==================== design 1
### M3 wires, design 1

Scale bar: 50 µm.
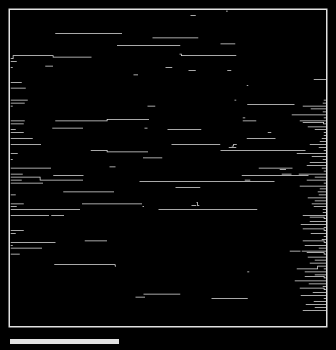

[config.mk]
export PLATFORM = sky130hd
export DESIGN_NAME = vga_fb_arbiter_flat
export DESIGN_NICKNAME = d
export VERILOG_FILES = /design/src/rtl/vga_fb_arbiter_if.sv /design/src/rtl/vga_fb_arbiter.sv /design/src/flat_wrapper.sv
export SDC_FILE = /design/constraint.sdc
export NUM_CORES = 1
export LEC_CHECK = 0
export CAP_MARGIN = 10
export CORE_MARGIN = 2
export CORE_UTILIZATION = 49
export CTS_CLUSTER_DIAMETER = 120
export DETAILED_ROUTE_END_ITERATION = 12
export PLACE_DENSITY = 0.76
export RECOVER_POWER = 50
export SYNTH_ARGS = -nofsm -noshare
export SYNTH_HDL_FRONTEND = slang
export SYNTH_SLANG_ARGS = --single-unit
[constraint.sdc]
create_clock -name i_clk -period 4.5 [get_ports i_clk]
set_clock_uncertainty 0.1 [all_clocks]
set_input_delay 0.675 -clock i_clk [delete_from_list [all_inputs] [get_ports i_clk]]
set_output_delay 0.675 -clock i_clk [all_outputs]
set_load 0.02 [all_outputs]
[src/rtl/vga_fb_arbiter_if.sv]
// Pin bundle between the frame-buffer arbiter and its neighbours: VGA timing, drawing engine, SRAM.
// The slave modport is the arbiter's view; the master modport is the surrounding system's view.
interface vga_fb_arbiter_if #(
    parameter int unsigned ADDR_W = 20,
    parameter int unsigned DATA_W = 16
);
    logic              i_pix_en;
    logic [10:0]       i_vga_x;
    logic [10:0]       i_vga_y;
    logic              i_vga_active;
    logic              i_vsync_n;
    logic [DATA_W-1:0] o_pixel;

    logic              i_wr_valid;
    logic              o_wr_ready;
    logic [10:0]       i_wr_x;
    logic [10:0]       i_wr_y;
    logic [DATA_W-1:0] i_wr_data;

    logic              i_swap_req;
    logic              o_swap_done;
    logic              o_disp_bank;

    logic [ADDR_W-1:0] o_sram_addr;
    logic [DATA_W-1:0] o_sram_wdata;
    logic              o_sram_we_n;
    logic              o_sram_oe_n;
    logic [DATA_W-1:0] i_sram_rdata;

    modport slave (
        input  i_pix_en, i_vga_x, i_vga_y, i_vga_active, i_vsync_n,
        input  i_wr_valid, i_wr_x, i_wr_y, i_wr_data, i_swap_req, i_sram_rdata,
        output o_pixel, o_wr_ready, o_swap_done, o_disp_bank,
        output o_sram_addr, o_sram_wdata, o_sram_we_n, o_sram_oe_n
    );

    modport master (
        output i_pix_en, i_vga_x, i_vga_y, i_vga_active, i_vsync_n,
        output i_wr_valid, i_wr_x, i_wr_y, i_wr_data, i_swap_req, i_sram_rdata,
        input  o_pixel, o_wr_ready, o_swap_done, o_disp_bank,
        input  o_sram_addr, o_sram_wdata, o_sram_we_n, o_sram_oe_n
    );
endinterface

[src/rtl/vga_fb_arbiter.sv]
// Single-port SRAM frame-buffer arbiter: display reads win pixel slots, queued draw writes fill
// the rest, and the displayed bank flips only on a vsync falling edge with no writes outstanding.
module vga_fb_arbiter #(
    parameter int unsigned ADDR_W     = 20,
    parameter int unsigned DATA_W     = 16,
    parameter int unsigned H_ACT      = 640,
    parameter int unsigned V_ACT      = 480,
    parameter int unsigned FIFO_DEPTH = 4
) (
    input logic              i_clk,
    input logic              i_reset,
    vga_fb_arbiter_if.slave  bus
);

    localparam int unsigned PtrW = $clog2(FIFO_DEPTH);
    localparam int unsigned LinW = ADDR_W - 1;

    typedef struct packed {
        logic [10:0]       x;
        logic [10:0]       y;
        logic [DATA_W-1:0] data;
    } wr_req_t;

    typedef enum logic [0:0] {StIdle, StPend} swap_st_e;

    // Write-request FIFO; pointers carry one extra wrap bit to tell full from empty.
    wr_req_t         fifo_q [FIFO_DEPTH];
    logic [PtrW:0]   wr_ptr_q, rd_ptr_q;
    logic            fifo_empty, fifo_full;
    logic            push, pop;
    wr_req_t         head;

    // Slot arbitration
    logic            rd_grant, wr_grant, head_in_range;
    logic [LinW-1:0] rd_lin, wr_lin;

    // SRAM access registers
    logic [ADDR_W-1:0] addr_q, addr_d;
    logic [DATA_W-1:0] wdata_q, wdata_d;
    logic              we_n_q, we_n_d;
    logic              oe_n_q, oe_n_d;
    logic              rd_acc_q, blank_q, wr_acc_q;
    logic [DATA_W-1:0] pixel_q, pixel_d;

    // Bank swap
    swap_st_e          swap_st_q;
    logic              disp_bank_q, swap_done_q, vsync_q, vsync_fall;

    assign fifo_empty = (wr_ptr_q == rd_ptr_q);
    assign fifo_full  = (wr_ptr_q[PtrW-1:0] == rd_ptr_q[PtrW-1:0]) &&
                        (wr_ptr_q[PtrW] != rd_ptr_q[PtrW]);
    assign head       = fifo_q[rd_ptr_q[PtrW-1:0]];
    assign push       = bus.i_wr_valid && !fifo_full;

    assign rd_grant   = bus.i_pix_en && bus.i_vga_active;
    assign wr_grant   = !rd_grant && !fifo_empty;
    assign pop        = wr_grant;

    assign head_in_range = (32'(head.x) < H_ACT) && (32'(head.y) < V_ACT);

    assign rd_lin = LinW'(bus.i_vga_y) * LinW'(H_ACT) + LinW'(bus.i_vga_x);
    assign wr_lin = LinW'(head.y) * LinW'(H_ACT) + LinW'(head.x);

    always_ff @(posedge i_clk or posedge i_reset) begin
        if (i_reset) begin
            wr_ptr_q <= '0;
            rd_ptr_q <= '0;
        end else begin
            if (push) wr_ptr_q <= wr_ptr_q + (PtrW+1)'(1);
            if (pop)  rd_ptr_q <= rd_ptr_q + (PtrW+1)'(1);
        end
    end

    always_ff @(posedge i_clk) begin
        if (push) begin
            fifo_q[wr_ptr_q[PtrW-1:0]] <= '{x: bus.i_wr_x, y: bus.i_wr_y, data: bus.i_wr_data};
        end
    end

    // Out-of-range entries still take the slot but leave the strobes idle.
    always_comb begin
        addr_d  = addr_q;
        wdata_d = wdata_q;
        we_n_d  = 1'b1;
        oe_n_d  = 1'b1;
        if (rd_grant) begin
            addr_d = {disp_bank_q, rd_lin};
            oe_n_d = 1'b0;
        end else if (wr_grant && head_in_range) begin
            addr_d  = {~disp_bank_q, wr_lin};
            wdata_d = head.data;
            we_n_d  = 1'b0;
        end
    end

    always_comb begin
        pixel_d = pixel_q;
        if (rd_acc_q) begin
            pixel_d = bus.i_sram_rdata;
        end else if (blank_q) begin
            pixel_d = '0;
        end
    end

    always_ff @(posedge i_clk or posedge i_reset) begin
        if (i_reset) begin
            addr_q   <= '0;
            wdata_q  <= '0;
            we_n_q   <= 1'b1;
            oe_n_q   <= 1'b1;
            rd_acc_q <= 1'b0;
            blank_q  <= 1'b0;
            wr_acc_q <= 1'b0;
            pixel_q  <= '0;
        end else begin
            addr_q   <= addr_d;
            wdata_q  <= wdata_d;
            we_n_q   <= we_n_d;
            oe_n_q   <= oe_n_d;
            rd_acc_q <= rd_grant;
            blank_q  <= bus.i_pix_en && !bus.i_vga_active;
            wr_acc_q <= wr_grant;
            pixel_q  <= pixel_d;
        end
    end

    assign vsync_fall = vsync_q && !bus.i_vsync_n;

    // Swap only when nothing queued and no write slot is on the pins, so every pending draw
    // lands in the bank that is about to be shown.
    always_ff @(posedge i_clk or posedge i_reset) begin
        if (i_reset) begin
            swap_st_q   <= StIdle;
            disp_bank_q <= 1'b0;
            swap_done_q <= 1'b0;
            vsync_q     <= 1'b1;
        end else begin
            vsync_q     <= bus.i_vsync_n;
            swap_done_q <= 1'b0;
            unique case (swap_st_q)
                StIdle: begin
                    if (bus.i_swap_req) swap_st_q <= StPend;
                end
                StPend: begin
                    if (vsync_fall && fifo_empty && !wr_acc_q) begin
                        disp_bank_q <= ~disp_bank_q;
                        swap_done_q <= 1'b1;
                        swap_st_q   <= StIdle;
                    end
                end
                default: swap_st_q <= StIdle;
            endcase
        end
    end

    assign bus.o_pixel      = pixel_q;
    assign bus.o_wr_ready   = !fifo_full;
    assign bus.o_swap_done  = swap_done_q;
    assign bus.o_disp_bank  = disp_bank_q;
    assign bus.o_sram_addr  = addr_q;
    assign bus.o_sram_wdata = wdata_q;
    assign bus.o_sram_we_n  = we_n_q;
    assign bus.o_sram_oe_n  = oe_n_q;

endmodule

[src/flat_wrapper.sv]
// flat-port wrapper written by rule: the top's interface ports become plain ports
module vga_fb_arbiter_flat 
#(
    parameter int unsigned ADDR_W     = 20,
    parameter int unsigned DATA_W     = 16,
    parameter int unsigned H_ACT      = 640,
    parameter int unsigned V_ACT      = 480,
    parameter int unsigned FIFO_DEPTH = 4
)
  (i_clk, i_reset, bus_i_pix_en, bus_i_vga_x, bus_i_vga_y, bus_i_vga_active, bus_i_vsync_n, bus_i_wr_valid, bus_i_wr_x, bus_i_wr_y, bus_i_wr_data, bus_i_swap_req, bus_i_sram_rdata, bus_o_pixel, bus_o_wr_ready, bus_o_swap_done, bus_o_disp_bank, bus_o_sram_addr, bus_o_sram_wdata, bus_o_sram_we_n, bus_o_sram_oe_n);
  vga_fb_arbiter_if #(.ADDR_W(ADDR_W), .DATA_W(DATA_W)) bus_i ();
  input logic i_clk;
  input logic i_reset;
  input wire logic [$bits(bus_i.i_pix_en)-1:0] bus_i_pix_en;
  input wire logic [$bits(bus_i.i_vga_x)-1:0] bus_i_vga_x;
  input wire logic [$bits(bus_i.i_vga_y)-1:0] bus_i_vga_y;
  input wire logic [$bits(bus_i.i_vga_active)-1:0] bus_i_vga_active;
  input wire logic [$bits(bus_i.i_vsync_n)-1:0] bus_i_vsync_n;
  input wire logic [$bits(bus_i.i_wr_valid)-1:0] bus_i_wr_valid;
  input wire logic [$bits(bus_i.i_wr_x)-1:0] bus_i_wr_x;
  input wire logic [$bits(bus_i.i_wr_y)-1:0] bus_i_wr_y;
  input wire logic [$bits(bus_i.i_wr_data)-1:0] bus_i_wr_data;
  input wire logic [$bits(bus_i.i_swap_req)-1:0] bus_i_swap_req;
  input wire logic [$bits(bus_i.i_sram_rdata)-1:0] bus_i_sram_rdata;
  output wire logic [$bits(bus_i.o_pixel)-1:0] bus_o_pixel;
  output wire logic [$bits(bus_i.o_wr_ready)-1:0] bus_o_wr_ready;
  output wire logic [$bits(bus_i.o_swap_done)-1:0] bus_o_swap_done;
  output wire logic [$bits(bus_i.o_disp_bank)-1:0] bus_o_disp_bank;
  output wire logic [$bits(bus_i.o_sram_addr)-1:0] bus_o_sram_addr;
  output wire logic [$bits(bus_i.o_sram_wdata)-1:0] bus_o_sram_wdata;
  output wire logic [$bits(bus_i.o_sram_we_n)-1:0] bus_o_sram_we_n;
  output wire logic [$bits(bus_i.o_sram_oe_n)-1:0] bus_o_sram_oe_n;
  assign bus_i.i_pix_en = bus_i_pix_en;
  assign bus_i.i_vga_x = bus_i_vga_x;
  assign bus_i.i_vga_y = bus_i_vga_y;
  assign bus_i.i_vga_active = bus_i_vga_active;
  assign bus_i.i_vsync_n = bus_i_vsync_n;
  assign bus_i.i_wr_valid = bus_i_wr_valid;
  assign bus_i.i_wr_x = bus_i_wr_x;
  assign bus_i.i_wr_y = bus_i_wr_y;
  assign bus_i.i_wr_data = bus_i_wr_data;
  assign bus_i.i_swap_req = bus_i_swap_req;
  assign bus_i.i_sram_rdata = bus_i_sram_rdata;
  assign bus_o_pixel = bus_i.o_pixel;
  assign bus_o_wr_ready = bus_i.o_wr_ready;
  assign bus_o_swap_done = bus_i.o_swap_done;
  assign bus_o_disp_bank = bus_i.o_disp_bank;
  assign bus_o_sram_addr = bus_i.o_sram_addr;
  assign bus_o_sram_wdata = bus_i.o_sram_wdata;
  assign bus_o_sram_we_n = bus_i.o_sram_we_n;
  assign bus_o_sram_oe_n = bus_i.o_sram_oe_n;
  vga_fb_arbiter #(.ADDR_W(ADDR_W), .DATA_W(DATA_W), .H_ACT(H_ACT), .V_ACT(V_ACT), .FIFO_DEPTH(FIFO_DEPTH)) u_core (.i_clk(i_clk), .i_reset(i_reset), .bus(bus_i));
endmodule
==================== design 2
===== config.mk =====
export PLATFORM = sky130hd
export DESIGN_NAME = port_arbiter
export DESIGN_NICKNAME = d
export VERILOG_FILES = /design/src/rtl/port_arbiter_pkg.sv /design/src/rtl/port_arbiter_pick.sv /design/src/rtl/port_arbiter.sv
export SDC_FILE = /design/constraint.sdc
export NUM_CORES = 1
export LEC_CHECK = 0
export ABC_AREA = 1
export CORE_MARGIN = 2
export CORE_UTILIZATION = 30
export CTS_CLUSTER_SIZE = 40
export DETAILED_ROUTE_END_ITERATION = 6
export GPL_TIMING_DRIVEN = 0
export HOLD_SLACK_MARGIN = 0.1
export SKIP_CTS_REPAIR_TIMING = 1
export SYNTH_ARGS = -nofsm -noshare
export SYNTH_HDL_FRONTEND = slang
export SYNTH_HIERARCHICAL = 1
export SYNTH_SLANG_ARGS = --single-unit

===== constraint.sdc =====
create_clock -name clk -period 3.36 [get_ports clk]
set_input_delay 0.504 -clock clk [delete_from_list [all_inputs] [get_ports clk]]
set_output_delay 0.504 -clock clk [all_outputs]
set_load 0.02 [all_outputs]

===== src/rtl/port_arbiter_pkg.sv =====
// ----------------------------------------------------------------------------
// port_arbiter_pkg
// Shared types and constants for the three-requester round-robin arbiter.
//   state_e        : arbiter FSM state (IDLE, GRANT, RELEASE)
//   OWNER_*        : encoded owner values, OWNER_NONE when nothing is granted
//   HOLD_W         : width of the hold and wait counters
//   owner_to_gnt() : encoded owner -> one-hot grant vector
// ----------------------------------------------------------------------------
package port_arbiter_pkg;

   localparam int HOLD_W = 4;

   typedef enum logic [1:0] {
      IDLE    = 2'd0,
      GRANT   = 2'd1,
      RELEASE = 2'd2
   } state_e;

   localparam logic [1:0] OWNER_A    = 2'd0;
   localparam logic [1:0] OWNER_B    = 2'd1;
   localparam logic [1:0] OWNER_C    = 2'd2;
   localparam logic [1:0] OWNER_NONE = 2'd3;

   function automatic logic [2:0] owner_to_gnt(input logic [1:0] owner_val);
      logic [2:0] onehot;
      case (owner_val)
         OWNER_A: onehot = 3'b001;
         OWNER_B: onehot = 3'b010;
         OWNER_C: onehot = 3'b100;
         default: onehot = 3'b000;
      endcase
      return onehot;
   endfunction

endpackage


===== src/rtl/port_arbiter_pick.sv =====
// ----------------------------------------------------------------------------
// port_arbiter_pick
// Combinational round-robin selector. The search starts at the requester after
// the previous owner and wraps around, so the previous owner is chosen again
// only when nobody else is requesting.
// Ports:
//   req  [2:0] in  : request vector, bit i = requester i
//   last [1:0] in  : previous owner (OWNER_NONE searches from A)
//   pick [1:0] out : selected owner, OWNER_NONE when no request
//   any        out : at least one request present
// ----------------------------------------------------------------------------
module port_arbiter_pick
   import port_arbiter_pkg::*;
(
   input  logic [2:0] req,
   input  logic [1:0] last,
   output logic [1:0] pick,
   output logic       any
);

   always_comb begin
      any  = |req;
      pick = OWNER_NONE;
      case (last)
         OWNER_A: begin
            if (req[1])      pick = OWNER_B;
            else if (req[2]) pick = OWNER_C;
            else if (req[0]) pick = OWNER_A;
         end
         OWNER_B: begin
            if (req[2])      pick = OWNER_C;
            else if (req[0]) pick = OWNER_A;
            else if (req[1]) pick = OWNER_B;
         end
         default: begin
            if (req[0])      pick = OWNER_A;
            else if (req[1]) pick = OWNER_B;
            else if (req[2]) pick = OWNER_C;
         end
      endcase
   end

endmodule


===== src/rtl/port_arbiter.sv =====
// ----------------------------------------------------------------------------
// port_arbiter
// Three-requester round-robin arbiter with a bounded hold time. An owner keeps
// the grant for at most HOLD_CYCLES cycles, and every grant is followed by one
// RELEASE cycle with no owner before the next pick.
//
// Parameter:
//   HOLD_CYCLES      : max consecutive grant cycles per owner (1..15)
// Ports:
//   clk              in  : clock, rising edge
//   rst_n            in  : asynchronous active-low reset
//   req_a/req_b/req_c in : requests from A (0), B (1), C (2)
//   done             in  : owner releases early; ignored with no grant
//   gnt      [2:0]   out : one-hot grant
//   owner    [1:0]   out : encoded owner, 3 = none
//   busy             out : high in GRANT and RELEASE
//   hold_cnt [3:0]   out : grant cycles remaining after the current one
//   max_wait [3:0]   out : only with PORT_ARBITER_WAIT_CNT_EN defined; longest
//                          run of cycles any requester waited, saturating at 15
//
// All outputs come straight from flops.
//
// state   | meaning
// --------+-----------------------------------------------------------
// IDLE    | no owner, waiting for any request
// GRANT   | owner holds the grant, hold counter running down
// RELEASE | single gap cycle, no owner; re-pick or fall back to IDLE
// ----------------------------------------------------------------------------
module port_arbiter
   import port_arbiter_pkg::*;
#(
   parameter int HOLD_CYCLES = 4
)
(
   input  logic              clk,
   input  logic              rst_n,
   input  logic              req_a,
   input  logic              req_b,
   input  logic              req_c,
   input  logic              done,
   output logic [2:0]        gnt,
   output logic [1:0]        owner,
   output logic              busy,
   output logic [HOLD_W-1:0] hold_cnt
`ifdef PORT_ARBITER_WAIT_CNT_EN
   ,
   output logic [HOLD_W-1:0] max_wait
`endif
);

   localparam logic [HOLD_W-1:0] HOLD_LOAD = HOLD_W'(HOLD_CYCLES - 1);

   state_e            state_q, state_d;
   logic [2:0]        gnt_q, gnt_d;
   logic [1:0]        owner_q, owner_d;
   logic [1:0]        last_q, last_d;
   logic              busy_q, busy_d;
   logic [HOLD_W-1:0] hold_q, hold_d;

   logic [2:0]        req_vec;
   logic [1:0]        pick;
   logic              any_req;
   logic              owner_req;
   logic              grant_new;

   assign req_vec = {req_c, req_b, req_a};

   port_arbiter_pick u_pick (
      .req  (req_vec),
      .last (last_q),
      .pick (pick),
      .any  (any_req)
   );

   always_comb begin
      case (owner_q)
         OWNER_A: owner_req = req_a;
         OWNER_B: owner_req = req_b;
         OWNER_C: owner_req = req_c;
         default: owner_req = 1'b0;
      endcase
   end

   always_comb begin
      state_d   = state_q;
      gnt_d     = gnt_q;
      owner_d   = owner_q;
      last_d    = last_q;
      busy_d    = busy_q;
      hold_d    = hold_q;
      grant_new = 1'b0;

      case (state_q)
         IDLE: begin
            if (any_req) grant_new = 1'b1;
         end
         GRANT: begin
            // Any combination of release causes leads to a single RELEASE cycle.
            if (done || !owner_req || (hold_q == '0)) begin
               state_d = RELEASE;
               gnt_d   = 3'b000;
               owner_d = OWNER_NONE;
               hold_d  = '0;
               busy_d  = 1'b1;
            end else begin
               hold_d = hold_q - 1'b1;
            end
         end
         RELEASE: begin
            if (any_req) begin
               grant_new = 1'b1;
            end else begin
               state_d = IDLE;
               busy_d  = 1'b0;
            end
         end
         default: begin
            state_d = IDLE;
            gnt_d   = 3'b000;
            owner_d = OWNER_NONE;
            hold_d  = '0;
            busy_d  = 1'b0;
         end
      endcase

      if (grant_new) begin
         state_d = GRANT;
         gnt_d   = owner_to_gnt(pick);
         owner_d = pick;
         last_d  = pick;
         hold_d  = HOLD_LOAD;
         busy_d  = 1'b1;
      end
   end

   always_ff @(posedge clk or negedge rst_n) begin
      if (!rst_n) begin
         state_q <= IDLE;
         gnt_q   <= 3'b000;
         owner_q <= OWNER_NONE;
         last_q  <= OWNER_C;
         busy_q  <= 1'b0;
         hold_q  <= '0;
      end else begin
         state_q <= state_d;
         gnt_q   <= gnt_d;
         owner_q <= owner_d;
         last_q  <= last_d;
         busy_q  <= busy_d;
         hold_q  <= hold_d;
      end
   end

   assign gnt      = gnt_q;
   assign owner    = owner_q;
   assign busy     = busy_q;
   assign hold_cnt = hold_q;

`ifdef PORT_ARBITER_WAIT_CNT_EN
   // A cycle counts as waiting only while the arbiter is busy with someone
   // else; the single IDLE sampling cycle is normal grant latency.
   logic [HOLD_W-1:0] wait_q [3];
   logic [HOLD_W-1:0] wait_d [3];
   logic [HOLD_W-1:0] max_q, max_d;

   always_comb begin
      max_d = max_q;
      for (int i = 0; i < 3; i++) begin
         wait_d[i] = wait_q[i];
         if (!req_vec[i] || gnt_q[i]) begin
            wait_d[i] = '0;
         end else if (busy_q && (wait_q[i] != '1)) begin
            wait_d[i] = wait_q[i] + 1'b1;
         end
         if (wait_d[i] > max_d) max_d = wait_d[i];
      end
   end

   always_ff @(posedge clk or negedge rst_n) begin
      if (!rst_n) begin
         for (int i = 0; i < 3; i++) wait_q[i] <= '0;
         max_q <= '0;
      end else begin
         for (int i = 0; i < 3; i++) wait_q[i] <= wait_d[i];
         max_q <= max_d;
      end
   end

   assign max_wait = max_q;
`endif

endmodule


==================== design 3
## config.mk

```make
export PLATFORM = sky130hd
export DESIGN_NAME = acc_out_packer_flat
export DESIGN_NICKNAME = d
export VERILOG_FILES = /design/src/rtl/acc_out_packer_if.sv /design/src/rtl/acc_out_packer.sv /design/src/flat_wrapper.sv
export SDC_FILE = /design/constraint.sdc
export NUM_CORES = 2
export LEC_CHECK = 0
export ABC_AREA = 1
export ABC_CLOCK_PERIOD_IN_PS = 17210
export CAP_MARGIN = 15
export CORE_ASPECT_RATIO = 0.75
export CORE_MARGIN = 3
export CORE_UTILIZATION = 25
export DETAILED_ROUTE_END_ITERATION = 6
export SYNTH_ARGS = -nofsm -noshare
export SYNTH_HDL_FRONTEND = slang
export SYNTH_SLANG_ARGS = --single-unit
```

## constraint.sdc

```tcl
create_clock -name clk -period 17.21 [get_ports clk]
set_input_delay 2.5815 -clock clk [delete_from_list [all_inputs] [get_ports clk]]
set_output_delay 2.5815 -clock clk [all_outputs]
set_load 0.01 [all_outputs]
```

## src/rtl/acc_out_packer_if.sv

```systemverilog
// Output beat stream of the accumulation result packer (valid/ready, last-beat tag).
interface acc_out_packer_if #(
    parameter int unsigned OUT_W = 64
) ();
    logic [OUT_W-1:0] m_tdata;
    logic             m_tvalid;
    logic             m_tready;
    logic             m_tlast;

    modport master (
        output m_tdata,
        output m_tvalid,
        output m_tlast,
        input  m_tready
    );

    modport slave (
        input  m_tdata,
        input  m_tvalid,
        input  m_tlast,
        output m_tready
    );
endinterface

```

## src/rtl/acc_out_packer.sv

```systemverilog
// Buffers wide requantized result words from a non-stallable producer and
// serializes each one into OUT_W beats on a valid/ready stream, tagging the tile's last beat.
module acc_out_packer #(
    parameter int unsigned LANE_W     = 8,
    parameter int unsigned TOUT       = 32,
    parameter int unsigned OUT_W      = 64,
    parameter int unsigned FIFO_DEPTH = 16,
    parameter int unsigned CNT_W      = 16
) (
    input  logic                   clk,
    input  logic                   rst_n,
    input  logic                   start,
    input  logic [CNT_W-1:0]       tile_len,
    input  logic [LANE_W*TOUT-1:0] dat_i,
    input  logic                   dat_vld_i,
    acc_out_packer_if.master       strm,
    output logic                   almost_full,
    output logic                   busy,
    output logic                   done,
    output logic                   overflow
);

    localparam int unsigned IN_W  = LANE_W * TOUT;
    localparam int unsigned BEATS = IN_W / OUT_W;
    localparam int unsigned AW    = $clog2(FIFO_DEPTH);
    localparam int unsigned BW    = (BEATS > 1) ? $clog2(BEATS) : 1;

    localparam logic [AW:0]       OCC_FULL  = (AW+1)'(FIFO_DEPTH);
    localparam logic [AW:0]       OCC_AF    = (AW+1)'(FIFO_DEPTH - 2);
    localparam logic [AW:0]       OCC_ONE   = (AW+1)'(1);
    localparam logic [AW-1:0]     PTR_ONE   = AW'(1);
    localparam logic [BW-1:0]     BEAT_LAST = BW'(BEATS - 1);
    localparam logic [BW-1:0]     BEAT_ONE  = BW'(1);
    localparam logic [CNT_W-1:0]  CNT_ONE   = CNT_W'(1);

    typedef enum logic [1:0] {
        S_IDLE,
        S_RUN,
        S_DRAIN
    } state_t;

    state_t state_q, state_d;

    logic [IN_W-1:0]  mem [FIFO_DEPTH];
    logic [AW-1:0]    wr_ptr, rd_ptr;
    logic [AW:0]      occ;
    logic [CNT_W-1:0] len_q, in_cnt, out_cnt;
    logic [BW-1:0]    beat_idx;

    logic [BEATS-1:0][OUT_W-1:0] head_beats;

    logic full, tvalid, beat_last, hs, pop, wr_en, drop;
    logic word_last, tile_end, start_ok, start_zero;

    always_comb begin
        full       = (occ == OCC_FULL);
        tvalid     = (occ != '0);
        beat_last  = (beat_idx == BEAT_LAST);
        hs         = tvalid & strm.m_tready;
        pop        = hs & beat_last;
        // a pop in the same cycle frees the slot, so a full FIFO can still take the word
        wr_en      = (state_q == S_RUN) & dat_vld_i & (~full | pop);
        drop       = dat_vld_i & ~wr_en;
        word_last  = (out_cnt == len_q - CNT_ONE);
        tile_end   = (state_q == S_DRAIN) & pop & word_last;
        start_ok   = (state_q == S_IDLE) & start & (tile_len != '0);
        start_zero = (state_q == S_IDLE) & start & (tile_len == '0);
    end

    always_comb begin
        state_d = state_q;
        case (state_q)
            S_IDLE: begin
                if (start_ok) begin
                    state_d = S_RUN;
                end
            end
            S_RUN: begin
                if (wr_en && (in_cnt + CNT_ONE == len_q)) begin
                    state_d = S_DRAIN;
                end
            end
            S_DRAIN: begin
                if (tile_end) begin
                    state_d = S_IDLE;
                end
            end
            default: state_d = S_IDLE;
        endcase
    end

    always_ff @(posedge clk or negedge rst_n) begin
        if (!rst_n) begin
            state_q <= S_IDLE;
        end else begin
            state_q <= state_d;
        end
    end

    // Storage is intentionally unreset; occupancy gates everything read from it.
    always_ff @(posedge clk) begin
        if (wr_en) begin
            mem[wr_ptr] <= dat_i;
        end
    end

    always_ff @(posedge clk or negedge rst_n) begin
        if (!rst_n) begin
            wr_ptr   <= '0;
            rd_ptr   <= '0;
            occ      <= '0;
            len_q    <= '0;
            in_cnt   <= '0;
            out_cnt  <= '0;
            beat_idx <= '0;
            done     <= 1'b0;
            overflow <= 1'b0;
        end else begin
            done <= tile_end | start_zero;

            if (start_ok) begin
                len_q    <= tile_len;
                in_cnt   <= '0;
                out_cnt  <= '0;
                beat_idx <= '0;
                overflow <= 1'b0;
            end

            if (drop) begin
                overflow <= 1'b1;
            end

            if (wr_en) begin
                wr_ptr <= wr_ptr + PTR_ONE;
                in_cnt <= in_cnt + CNT_ONE;
            end

            if (hs) begin
                beat_idx <= beat_last ? '0 : beat_idx + BEAT_ONE;
            end

            if (pop) begin
                rd_ptr  <= rd_ptr + PTR_ONE;
                out_cnt <= out_cnt + CNT_ONE;
            end

            case ({wr_en, pop})
                2'b10:   occ <= occ + OCC_ONE;
                2'b01:   occ <= occ - OCC_ONE;
                default: occ <= occ;
            endcase
        end
    end

    always_comb begin
        head_beats    = mem[rd_ptr];
        strm.m_tvalid = tvalid;
        strm.m_tdata  = tvalid ? head_beats[beat_idx] : '0;
        strm.m_tlast  = tvalid & beat_last & word_last;
        almost_full   = (occ >= OCC_AF);
        busy          = (state_q != S_IDLE);
    end

endmodule
```

## src/flat_wrapper.sv

```systemverilog
// flat-port wrapper written by rule: the top's interface ports become plain ports
module acc_out_packer_flat 
#(
    parameter int unsigned LANE_W     = 8,
    parameter int unsigned TOUT       = 32,
    parameter int unsigned OUT_W      = 64,
    parameter int unsigned FIFO_DEPTH = 16,
    parameter int unsigned CNT_W      = 16
)
  (clk, rst_n, start, tile_len, dat_i, dat_vld_i, almost_full, busy, done, overflow, strm_m_tdata, strm_m_tvalid, strm_m_tlast, strm_m_tready);
  acc_out_packer_if #(.OUT_W(OUT_W)) strm_i ();
  input  logic clk;
  input  logic rst_n;
  input  logic start;
  input  logic [CNT_W-1:0] tile_len;
  input  logic [LANE_W*TOUT-1:0] dat_i;
  input  logic dat_vld_i;
  output logic almost_full;
  output logic busy;
  output logic done;
  output logic overflow;
  output wire logic [$bits(strm_i.m_tdata)-1:0] strm_m_tdata;
  output wire logic [$bits(strm_i.m_tvalid)-1:0] strm_m_tvalid;
  output wire logic [$bits(strm_i.m_tlast)-1:0] strm_m_tlast;
  input wire logic [$bits(strm_i.m_tready)-1:0] strm_m_tready;
  assign strm_m_tdata = strm_i.m_tdata;
  assign strm_m_tvalid = strm_i.m_tvalid;
  assign strm_m_tlast = strm_i.m_tlast;
  assign strm_i.m_tready = strm_m_tready;
  acc_out_packer #(.LANE_W(LANE_W), .TOUT(TOUT), .OUT_W(OUT_W), .FIFO_DEPTH(FIFO_DEPTH), .CNT_W(CNT_W)) u_core (.clk(clk), .rst_n(rst_n), .start(start), .tile_len(tile_len), .dat_i(dat_i), .dat_vld_i(dat_vld_i), .strm(strm_i), .almost_full(almost_full), .busy(busy), .done(done), .overflow(overflow));
endmodule
```

### Routing congestion map, design 3

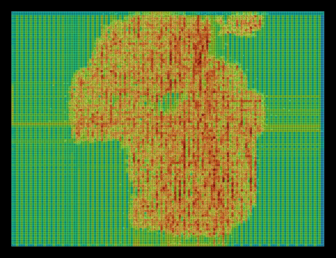
GRT Overall Usage: 15.8%
M3 GR Usage: 4.47%
Most Crowded Layer GR: met2
Global Route met1 Usage: 21.2%
met2 Use GR: 24.3%

==> results.py, design 3 <==
# Synthesis and PnR figures
metrics = {
    "sta": {
        "rsz0062_at_grt": "false",
        "fin_crit_ps": 11040,
        "fin_ws_ps": 6170,
    },
    "die": {
        "design.core.area_mm2": 0.654,
        "die_w_um": 941,
    },
    "cells_and_area": {
        "mostFrequentLayoutCell": "edfxtp_1",
        "max_flop_register": "u_core.mem",
    },
    "outcome": {
        "outcome": "complete, no violations",
    },
    "clock_network": {
        "cts_buffers": 410,
        "cts_root_buffer": "clkbuf_16",
    },
    "place": {
        "place_congestion": 0.792,
        "place_hpwl_mm": 308,
    },
    "logic_synthesis": {
        "syn_nets": 12843,
        "edf_count": 4096,
        "yosys-top-cells-count": "edfxtp_1, nor2_1, o21ai_0",
    },
    "setup_path": {
        "path_depth": 14,
    },
    "job": {
        "maxCapViolCount": 0,
    },
    "grt": {
        "grt_max_degree": 193,
    },
    "routing": {
        "routed_wl_mm": 552,
    },
}
[design 3: layout make-up]
cell class | count | area, µm²
tap | 8676 | 10900
multi-input combinational | 7399 | 35200
antenna | 50 | 125
inverter | 94 | 399
timing repair buffer | 565 | 5470
fill | 65343 | 464000
sequential | 4163 | 125000
clock buffer | 515 | 10800
clock inverter | 234 | 2140
[design 3: stage by stage]
step	utilization [%]	hold slack (ps)	instances
3_3_place_gp	27.0	489	20897
5_1_grt	29.0	526	21669
4_1_cts	29.0	490	21646
6_report	29.0	487	21696
2_1_floorplan	-	464	12553
3_5_place_dp	27.0	478	20897
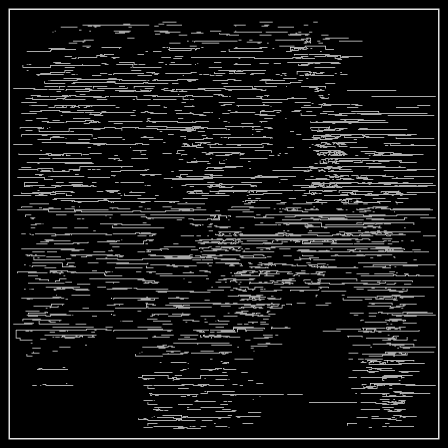
*Met1 routing, design 1*
main direction: horizontal
wire length on this layer: 8,480 µm
nets with wire on the layer: 809
wirelength, routed: 19.5 mm
DR vias: 5,748
Global Route met1 Usage: 25.4%

Notes on 'M3 wires' of design 1 above:
longest straight run: 61.6 µm
share of all routed wire: 7.3%
nets with wire on the layer: 135
wire length on this layer: 1,420 µm
M3 GR Usage: 4.65%

==> results.py, design 1 <==
# Synthesis and PnR figures
metrics = {
    "outcome": {
        "outcome": "finished, violations left",
        "violations": "capacitance limit, slew limit",
    },
    "logic_synthesis": {
        "top_area_cell": "edfxtp_1",
        "synthDistinctLibCells": 55,
        "area_leaders": "edfxtp_1, dfrtp_1, mux4_2",
        "avgSynthCellArea_um2": 15.8,
        "ys_cells": 618,
    },
    "setup_path": {
        "worstPathBufferInverterCount": 1,
        "critPathMaxStageDelay_ps": 540,
        "r2r_slack_ps": 450,
        "critPathTopFamily": "adder cells",
        "crit_path_start_kind": "register",
    },
    "job": {
        "maxCapViolCount": 3,
    },
    "clock_network": {
        "ctsHoldBuffers": 0,
    },
    "cells_and_area": {
        "seq_area_mm2": 0.00625,
        "comb_area_share_pct": 27.4,
    },
    "min_path": {
        "hold_end": "u_core.rd_ptr_q[2]",
    },
    "sta": {
        "maxSlewViolCount": 111,
        "worst_pin_slew_ps": 1580,
        "finalHoldViolations": 0,
    },
    "routing": {
        "wl_met1_mm": 8.48,
        "final_antenna_net_count": 0,
    },
    "place": {
        "dpl-instance-area_mm2": 0.0114,
        "place_congestion": 0.833,
    },
    "die": {
        "io_pins": 140,
    },
}
-- design 1: cell usage in the layout (no fill, tap or decap), drive strengths merged, types with 10 or more instances in the layout --
master | synthesis | layout
edfxtp | 152 | 152
clkdlybuf4s50 | 0 | 95
dfrtp | 64 | 64
ha | 47 | 47
dlygate4sd3 | 0 | 44
nand2 | 42 | 42
o21ai | 40 | 40
mux4 | 38 | 38
clkbuf | 9 | 27
xnor2 | 22 | 22
inv | 17 | 19
nand2b | 18 | 18
nor2 | 18 | 18
mux2 | 17 | 17
a21oi | 16 | 16
clkinv | 0 | 14
xor2 | 12 | 12
mux2i | 10 | 10
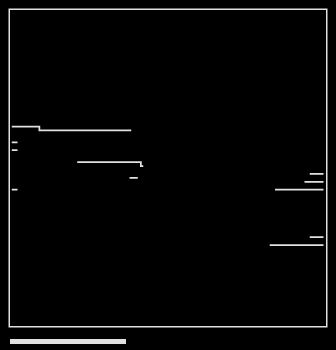
*M3 wires, design 2*
Scale bar: 20 µm.
share of all routed wire: 4.0%
wire length on this layer: 60.0 µm
M3 GR Usage: 4.10%
DR vias: 663
wirelength, routed: 1.52 mm

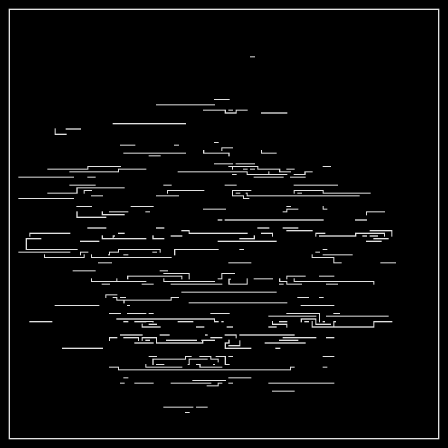
*Met1 routing, design 2*
nets with wire on the layer: 109
longest straight run: 21.8 µm
Global Route met1 Usage: 15.8%

==> results.py, design 2 <==
# Synthesis and PnR figures
metrics = {
    "cells_and_area": {
        "seq_cells": 14,
        "layout.nonclk_buf_share_pct": 15.2,
        "seq_area_um2": 354,
        "largest_class": "registers",
        "comb_area_share_pct": 34.9,
        "logic_gates": 65,
        "stdcell_area_um2": 986,
        "drive_above_1_share_pct": 16.5,
    },
    "setup_path": {
        "timing.critical_path.to": "owner[1]",
        "end_kind": "output port",
        "worstPathBufferInverterCount": 1,
        "worstSetupStartpoint": "owner[1]",
    },
    "clock_network": {
        "htreeDepth": 1,
        "clk_latency_ps": 280,
    },
    "min_path": {
        "whs_path_depth": 2,
        "hold_end": "gnt[1]",
    },
    "logic_synthesis": {
        "avgSynthCellArea_um2": 7.94,
        "synth-area-yosys_um2": 762,
    },
    "sta": {
        "holdWs_ps": 489,
        "finalHoldViolations": 0,
        "period_used_pct": 58.1,
        "rsz0062_at_grt": "false",
    },
    "outcome": {
        "outcome": "complete, no violations",
    },
    "job": {
        "maxCapViolCount": 0,
    },
    "power": {
        "ir_drop_mv": 0.380,
        "power_leader": "combinational logic",
        "power.density_mw_per_mm2": 837,
    },
    "grt": {
        "grt_pass1_wl_mm": 2.77,
    },
    "die": {
        "fp-utilization_pct": 31.3,
    },
    "place": {
        "dpl.cell_count": 141,
    },
}
design 2: sequential cells by signal (all words and copies together), names as in the netlist:
signal,count
busy,1
gnt,3
hold_cnt,4
state_q,2
owner,2
last_q,2
design 2: routing by layer:
metal  wire length (µm)  track usage [%]
met1                692             15.8
met2                757             22.5
met3                 60             4.10
met4                  8             2.50
met5                  0                0
design 2: cells by family after synthesis:
group,synth area share [%]
compound gates,2.46
xor+xnor,2.30
fa+ha+maj,3.28
buf+inv,8.37
flops,46.5
simple gates,37.1

==> notes/layouts.md <==
Pictures saved along the way, in no particular order.

Metal 2.
(a)
Scale bar: 20 µm.
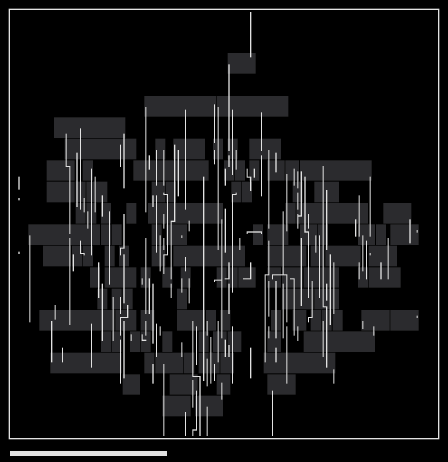
(b)
Scale bar: 200 µm.
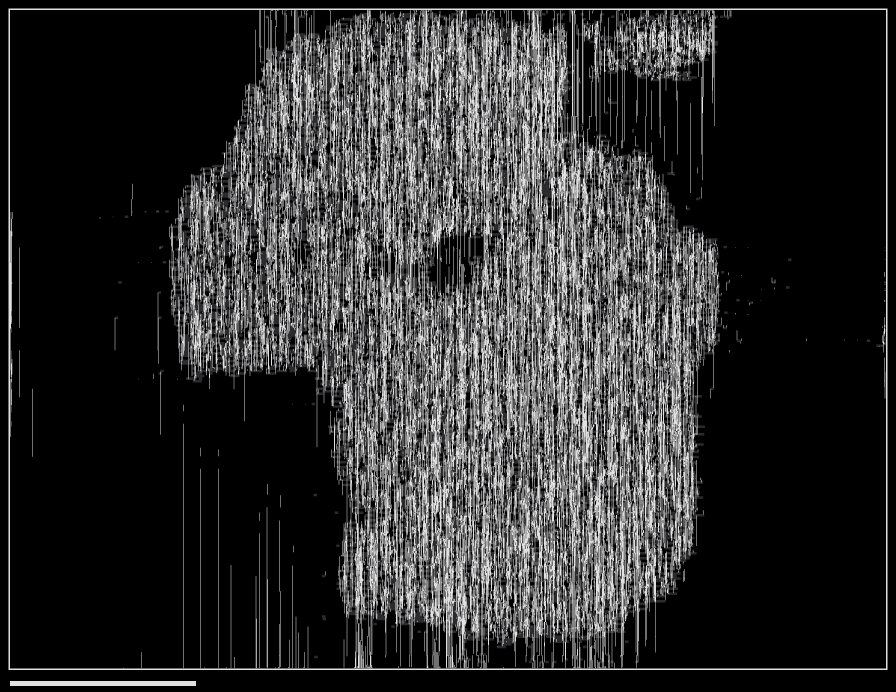
(c)
Scale bar: 50 µm.
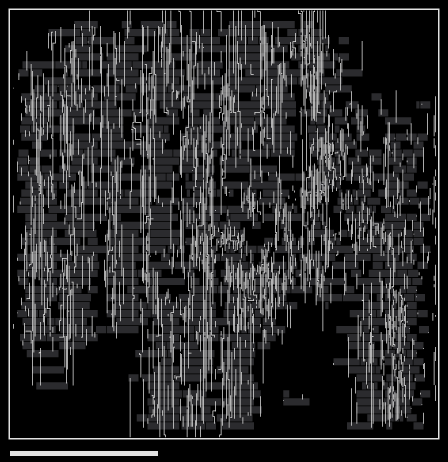
- design 2 = (a)
- design 3 = (b)
- design 1 = (c)
- largest die: (b)
- smallest die: (a)


==================== design 4
### Met1 routing, design 4

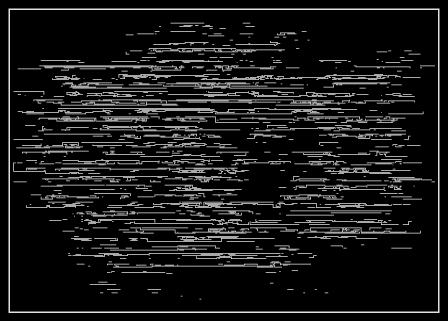
## src/rtl/instr_mem_loader.sv

```systemverilog
// Boot loader: parses a framed program image from a byte stream, writes
// little-endian 32-bit words into instruction memory, and gates core reset.
module instr_mem_loader #(
    parameter int P_DATA_WIDTH = 32,
    parameter int P_ADDR_WIDTH = 10
) (
    input  logic                    i_clk,
    input  logic                    i_rst,
    input  logic                    i_start,
    input  logic [7:0]              i_rx_data,
    input  logic                    i_rx_valid,
    output logic                    o_rx_ready,
    output logic                    o_we,
    output logic [P_ADDR_WIDTH-1:0] o_waddr,
    output logic [P_DATA_WIDTH-1:0] o_wdata,
    output logic                    o_busy,
    output logic                    o_done,
    output logic                    o_error,
    output logic                    o_cpu_rst
);

    localparam int          LP_WI    = P_ADDR_WIDTH - 2;
    localparam int unsigned LP_WORDS = 2 ** LP_WI;

    typedef enum logic [2:0] {
        ST_IDLE,
        ST_HDR_LO,
        ST_HDR_HI,
        ST_DATA,
        ST_CHK,
        ST_DONE,
        ST_ERROR
    } state_t;

    state_t                  state_q, state_d;
    logic [7:0]              count_lo_q, count_lo_d;
    logic [LP_WI-1:0]        last_idx_q, last_idx_d;
    logic [LP_WI-1:0]        word_idx_q, word_idx_d;
    logic [1:0]              byte_idx_q, byte_idx_d;
    logic [7:0]              xor_q, xor_d;
    logic [7:0]              lane_q [0:2];
    logic [7:0]              lane_d [0:2];
    logic                    we_q, we_d;
    logic [P_ADDR_WIDTH-1:0] waddr_q, waddr_d;
    logic [P_DATA_WIDTH-1:0] wdata_q, wdata_d;

    logic        rx_ready;
    logic        accept;
    logic [15:0] count_w;

    assign rx_ready = (state_q == ST_HDR_LO) || (state_q == ST_HDR_HI) ||
                      (state_q == ST_DATA)   || (state_q == ST_CHK);
    assign accept   = i_rx_valid & rx_ready;
    assign count_w  = {i_rx_data, count_lo_q};

    // Lower three bytes of a word are parked per lane; the 4th byte goes
    // straight into the write word so no extra cycle is spent assembling.
    generate
        for (genvar gi = 0; gi < 3; gi++) begin : g_lane
            assign lane_d[gi] = (accept && (state_q == ST_DATA) && (byte_idx_q == 2'(gi)))
                                ? i_rx_data : lane_q[gi];
        end
    endgenerate

    always_comb begin
        state_d    = state_q;
        count_lo_d = count_lo_q;
        last_idx_d = last_idx_q;
        word_idx_d = word_idx_q;
        byte_idx_d = byte_idx_q;
        xor_d      = xor_q;
        we_d       = 1'b0;
        waddr_d    = waddr_q;
        wdata_d    = wdata_q;

        case (state_q)
            ST_IDLE, ST_DONE, ST_ERROR: begin
                if (i_start) begin
                    state_d    = ST_HDR_LO;
                    word_idx_d = '0;
                    byte_idx_d = '0;
                    xor_d      = '0;
                end
            end
            ST_HDR_LO: begin
                if (accept) begin
                    count_lo_d = i_rx_data;
                    xor_d      = xor_q ^ i_rx_data;
                    state_d    = ST_HDR_HI;
                end
            end
            ST_HDR_HI: begin
                if (accept) begin
                    xor_d      = xor_q ^ i_rx_data;
                    last_idx_d = LP_WI'(count_w - 16'd1);
                    if (32'(count_w) > LP_WORDS) begin
                        state_d = ST_ERROR;
                    end else if (count_w == 16'd0) begin
                        state_d = ST_CHK;
                    end else begin
                        state_d = ST_DATA;
                    end
                end
            end
            ST_DATA: begin
                if (accept) begin
                    xor_d      = xor_q ^ i_rx_data;
                    byte_idx_d = byte_idx_q + 2'd1;
                    if (byte_idx_q == 2'd3) begin
                        we_d       = 1'b1;
                        wdata_d    = P_DATA_WIDTH'({i_rx_data, lane_q[2], lane_q[1], lane_q[0]});
                        waddr_d    = {word_idx_q, 2'b00};
                        word_idx_d = word_idx_q + 1'b1;
                        if (word_idx_q == last_idx_q) begin
                            state_d = ST_CHK;
                        end
                    end
                end
            end
            ST_CHK: begin
                if (accept) begin
                    state_d = (i_rx_data == xor_q) ? ST_DONE : ST_ERROR;
                end
            end
            default: begin
                state_d = ST_IDLE;
            end
        endcase
    end

    always_ff @(posedge i_clk) begin
        if (i_rst) begin
            state_q    <= ST_IDLE;
            count_lo_q <= '0;
            last_idx_q <= '0;
            word_idx_q <= '0;
            byte_idx_q <= '0;
            xor_q      <= '0;
            we_q       <= 1'b0;
            waddr_q    <= '0;
            wdata_q    <= '0;
            for (int i = 0; i < 3; i++) begin
                lane_q[i] <= '0;
            end
        end else begin
            state_q    <= state_d;
            count_lo_q <= count_lo_d;
            last_idx_q <= last_idx_d;
            word_idx_q <= word_idx_d;
            byte_idx_q <= byte_idx_d;
            xor_q      <= xor_d;
            we_q       <= we_d;
            waddr_q    <= waddr_d;
            wdata_q    <= wdata_d;
            for (int i = 0; i < 3; i++) begin
                lane_q[i] <= lane_d[i];
            end
        end
    end

    // Session status is a pure function of the state, so a new i_start
    // clears done/error simply by leaving DONE/ERROR.
    assign o_rx_ready = rx_ready;
    assign o_busy     = rx_ready;
    assign o_we       = we_q;
    assign o_waddr    = waddr_q;
    assign o_wdata    = wdata_q;
    assign o_done     = (state_q == ST_DONE);
    assign o_error    = (state_q == ST_ERROR);
    assign o_cpu_rst  = (state_q != ST_DONE);

endmodule

```

## config.mk

```make
export PLATFORM = sky130hd
export DESIGN_NAME = instr_mem_loader
export DESIGN_NICKNAME = d
export VERILOG_FILES = /design/src/rtl/instr_mem_loader.sv
export SDC_FILE = /design/constraint.sdc
export NUM_CORES = 1
export LEC_CHECK = 0
export CAP_MARGIN = 20
export CORE_ASPECT_RATIO = 0.7
export CORE_UTILIZATION = 35
export CTS_BUF_LIST = sky130_fd_sc_hd__clkbuf_2 sky130_fd_sc_hd__clkbuf_4 sky130_fd_sc_hd__clkbuf_8
export CTS_CLUSTER_DIAMETER = 200
export DETAILED_ROUTE_END_ITERATION = 7
export GPL_TIMING_DRIVEN = 1
export PLACE_DENSITY = 0.6
export SLEW_MARGIN = 20
export SYNTH_ARGS = -nofsm -noshare
export SYNTH_HDL_FRONTEND = slang
export SYNTH_SLANG_ARGS = --single-unit
```

## constraint.sdc

```tcl
create_clock -name i_clk -period 2.2 [get_ports i_clk]
set_input_delay 0.44 -clock i_clk [delete_from_list [all_inputs] [get_ports i_clk]]
set_output_delay 0.44 -clock i_clk [all_outputs]
set_load 0.03 [all_outputs]
```

==> results.py <==
# Synthesis and PnR figures
metrics = {
    "outcome": {
        "outcome": "complete, no violations",
    },
    "sta": {
        "setup_viol": 0,
        "holdWs_ps": 458,
    },
    "setup_path": {
        "slowest_stage": "or4b_4",
        "r2r_slack_ps": 110,
        "worstSetupStartpoint": "count_lo_q[0]",
        "crit_chain": "inv_1 > ha_1 > or4b_4 > o31ai_4 > nand3b_1 > and3_1 > o41ai_2",
        "critical_path_peak_fanout": 4,
    },
    "logic_synthesis": {
        "area_leaders": "dfxtp_1, nand2_1, a21oi_1",
        "edf_count": 0,
        "numSynthFlops": 102,
        "ys_cells": 557,
    },
    "clock_network": {
        "cts_resized": 1,
        "post_cts_buffers": 0,
        "cts.clk_slew.worst_paths_ps": 100,
    },
    "cells_and_area": {
        "seq_cells": 102,
    },
    "job": {
        "openroad.warnings": 29,
    },
    "grt": {
        "busiest_layer": "met2",
    },
}
## Picture notes: 'Met1 routing' of design 4
wire length on this layer: 5,500 µm
share of all routed wire: 51%
nets with wire on the layer: 567
wirelength, routed: 10.8 mm
DR vias: 3,820
Global Route met1 Usage: 24.5%

## per-stage QoR
stage               setup slack (ps)  cell area, µm²  instances  power (mW)
floorplan                       84.7            4440        558        3.01
global placement                -180            5250        756        3.34
detailed placement              -216            5250        756        3.37
CTS                             76.6            5420        772        4.44
global route                   0.431            5440        772        4.69
finish                           115            5440        772        4.41
## power breakdown
| group | switching, mW | internal (mW) | total, mW |
|---|---|---|---|
| Sequential | 0.0996 | 1.95 | 2.05 |
| Combinational | 0.767 | 0.520 | 1.29 |
| Clock | 0.655 | 0.413 | 1.07 |
| Total | 1.52 | 2.88 | 4.41 |


==> notes/layouts.md <==
Pictures saved along the way, in no particular order.

Routing congestion map.
Plate I
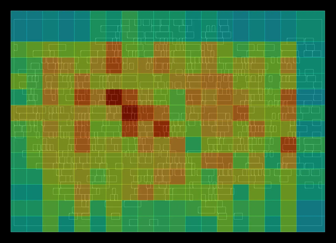
Plate II
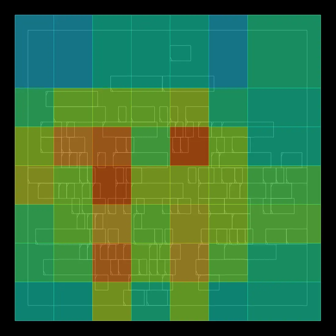
Plate III
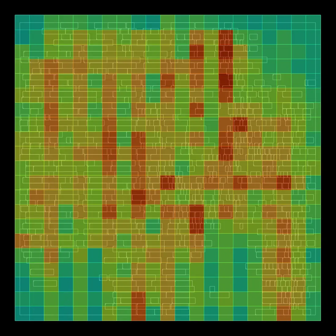
design 2: Plate II
design 4: Plate I
design 1: Plate III

Power is estimated from default activity; no workload was simulated.
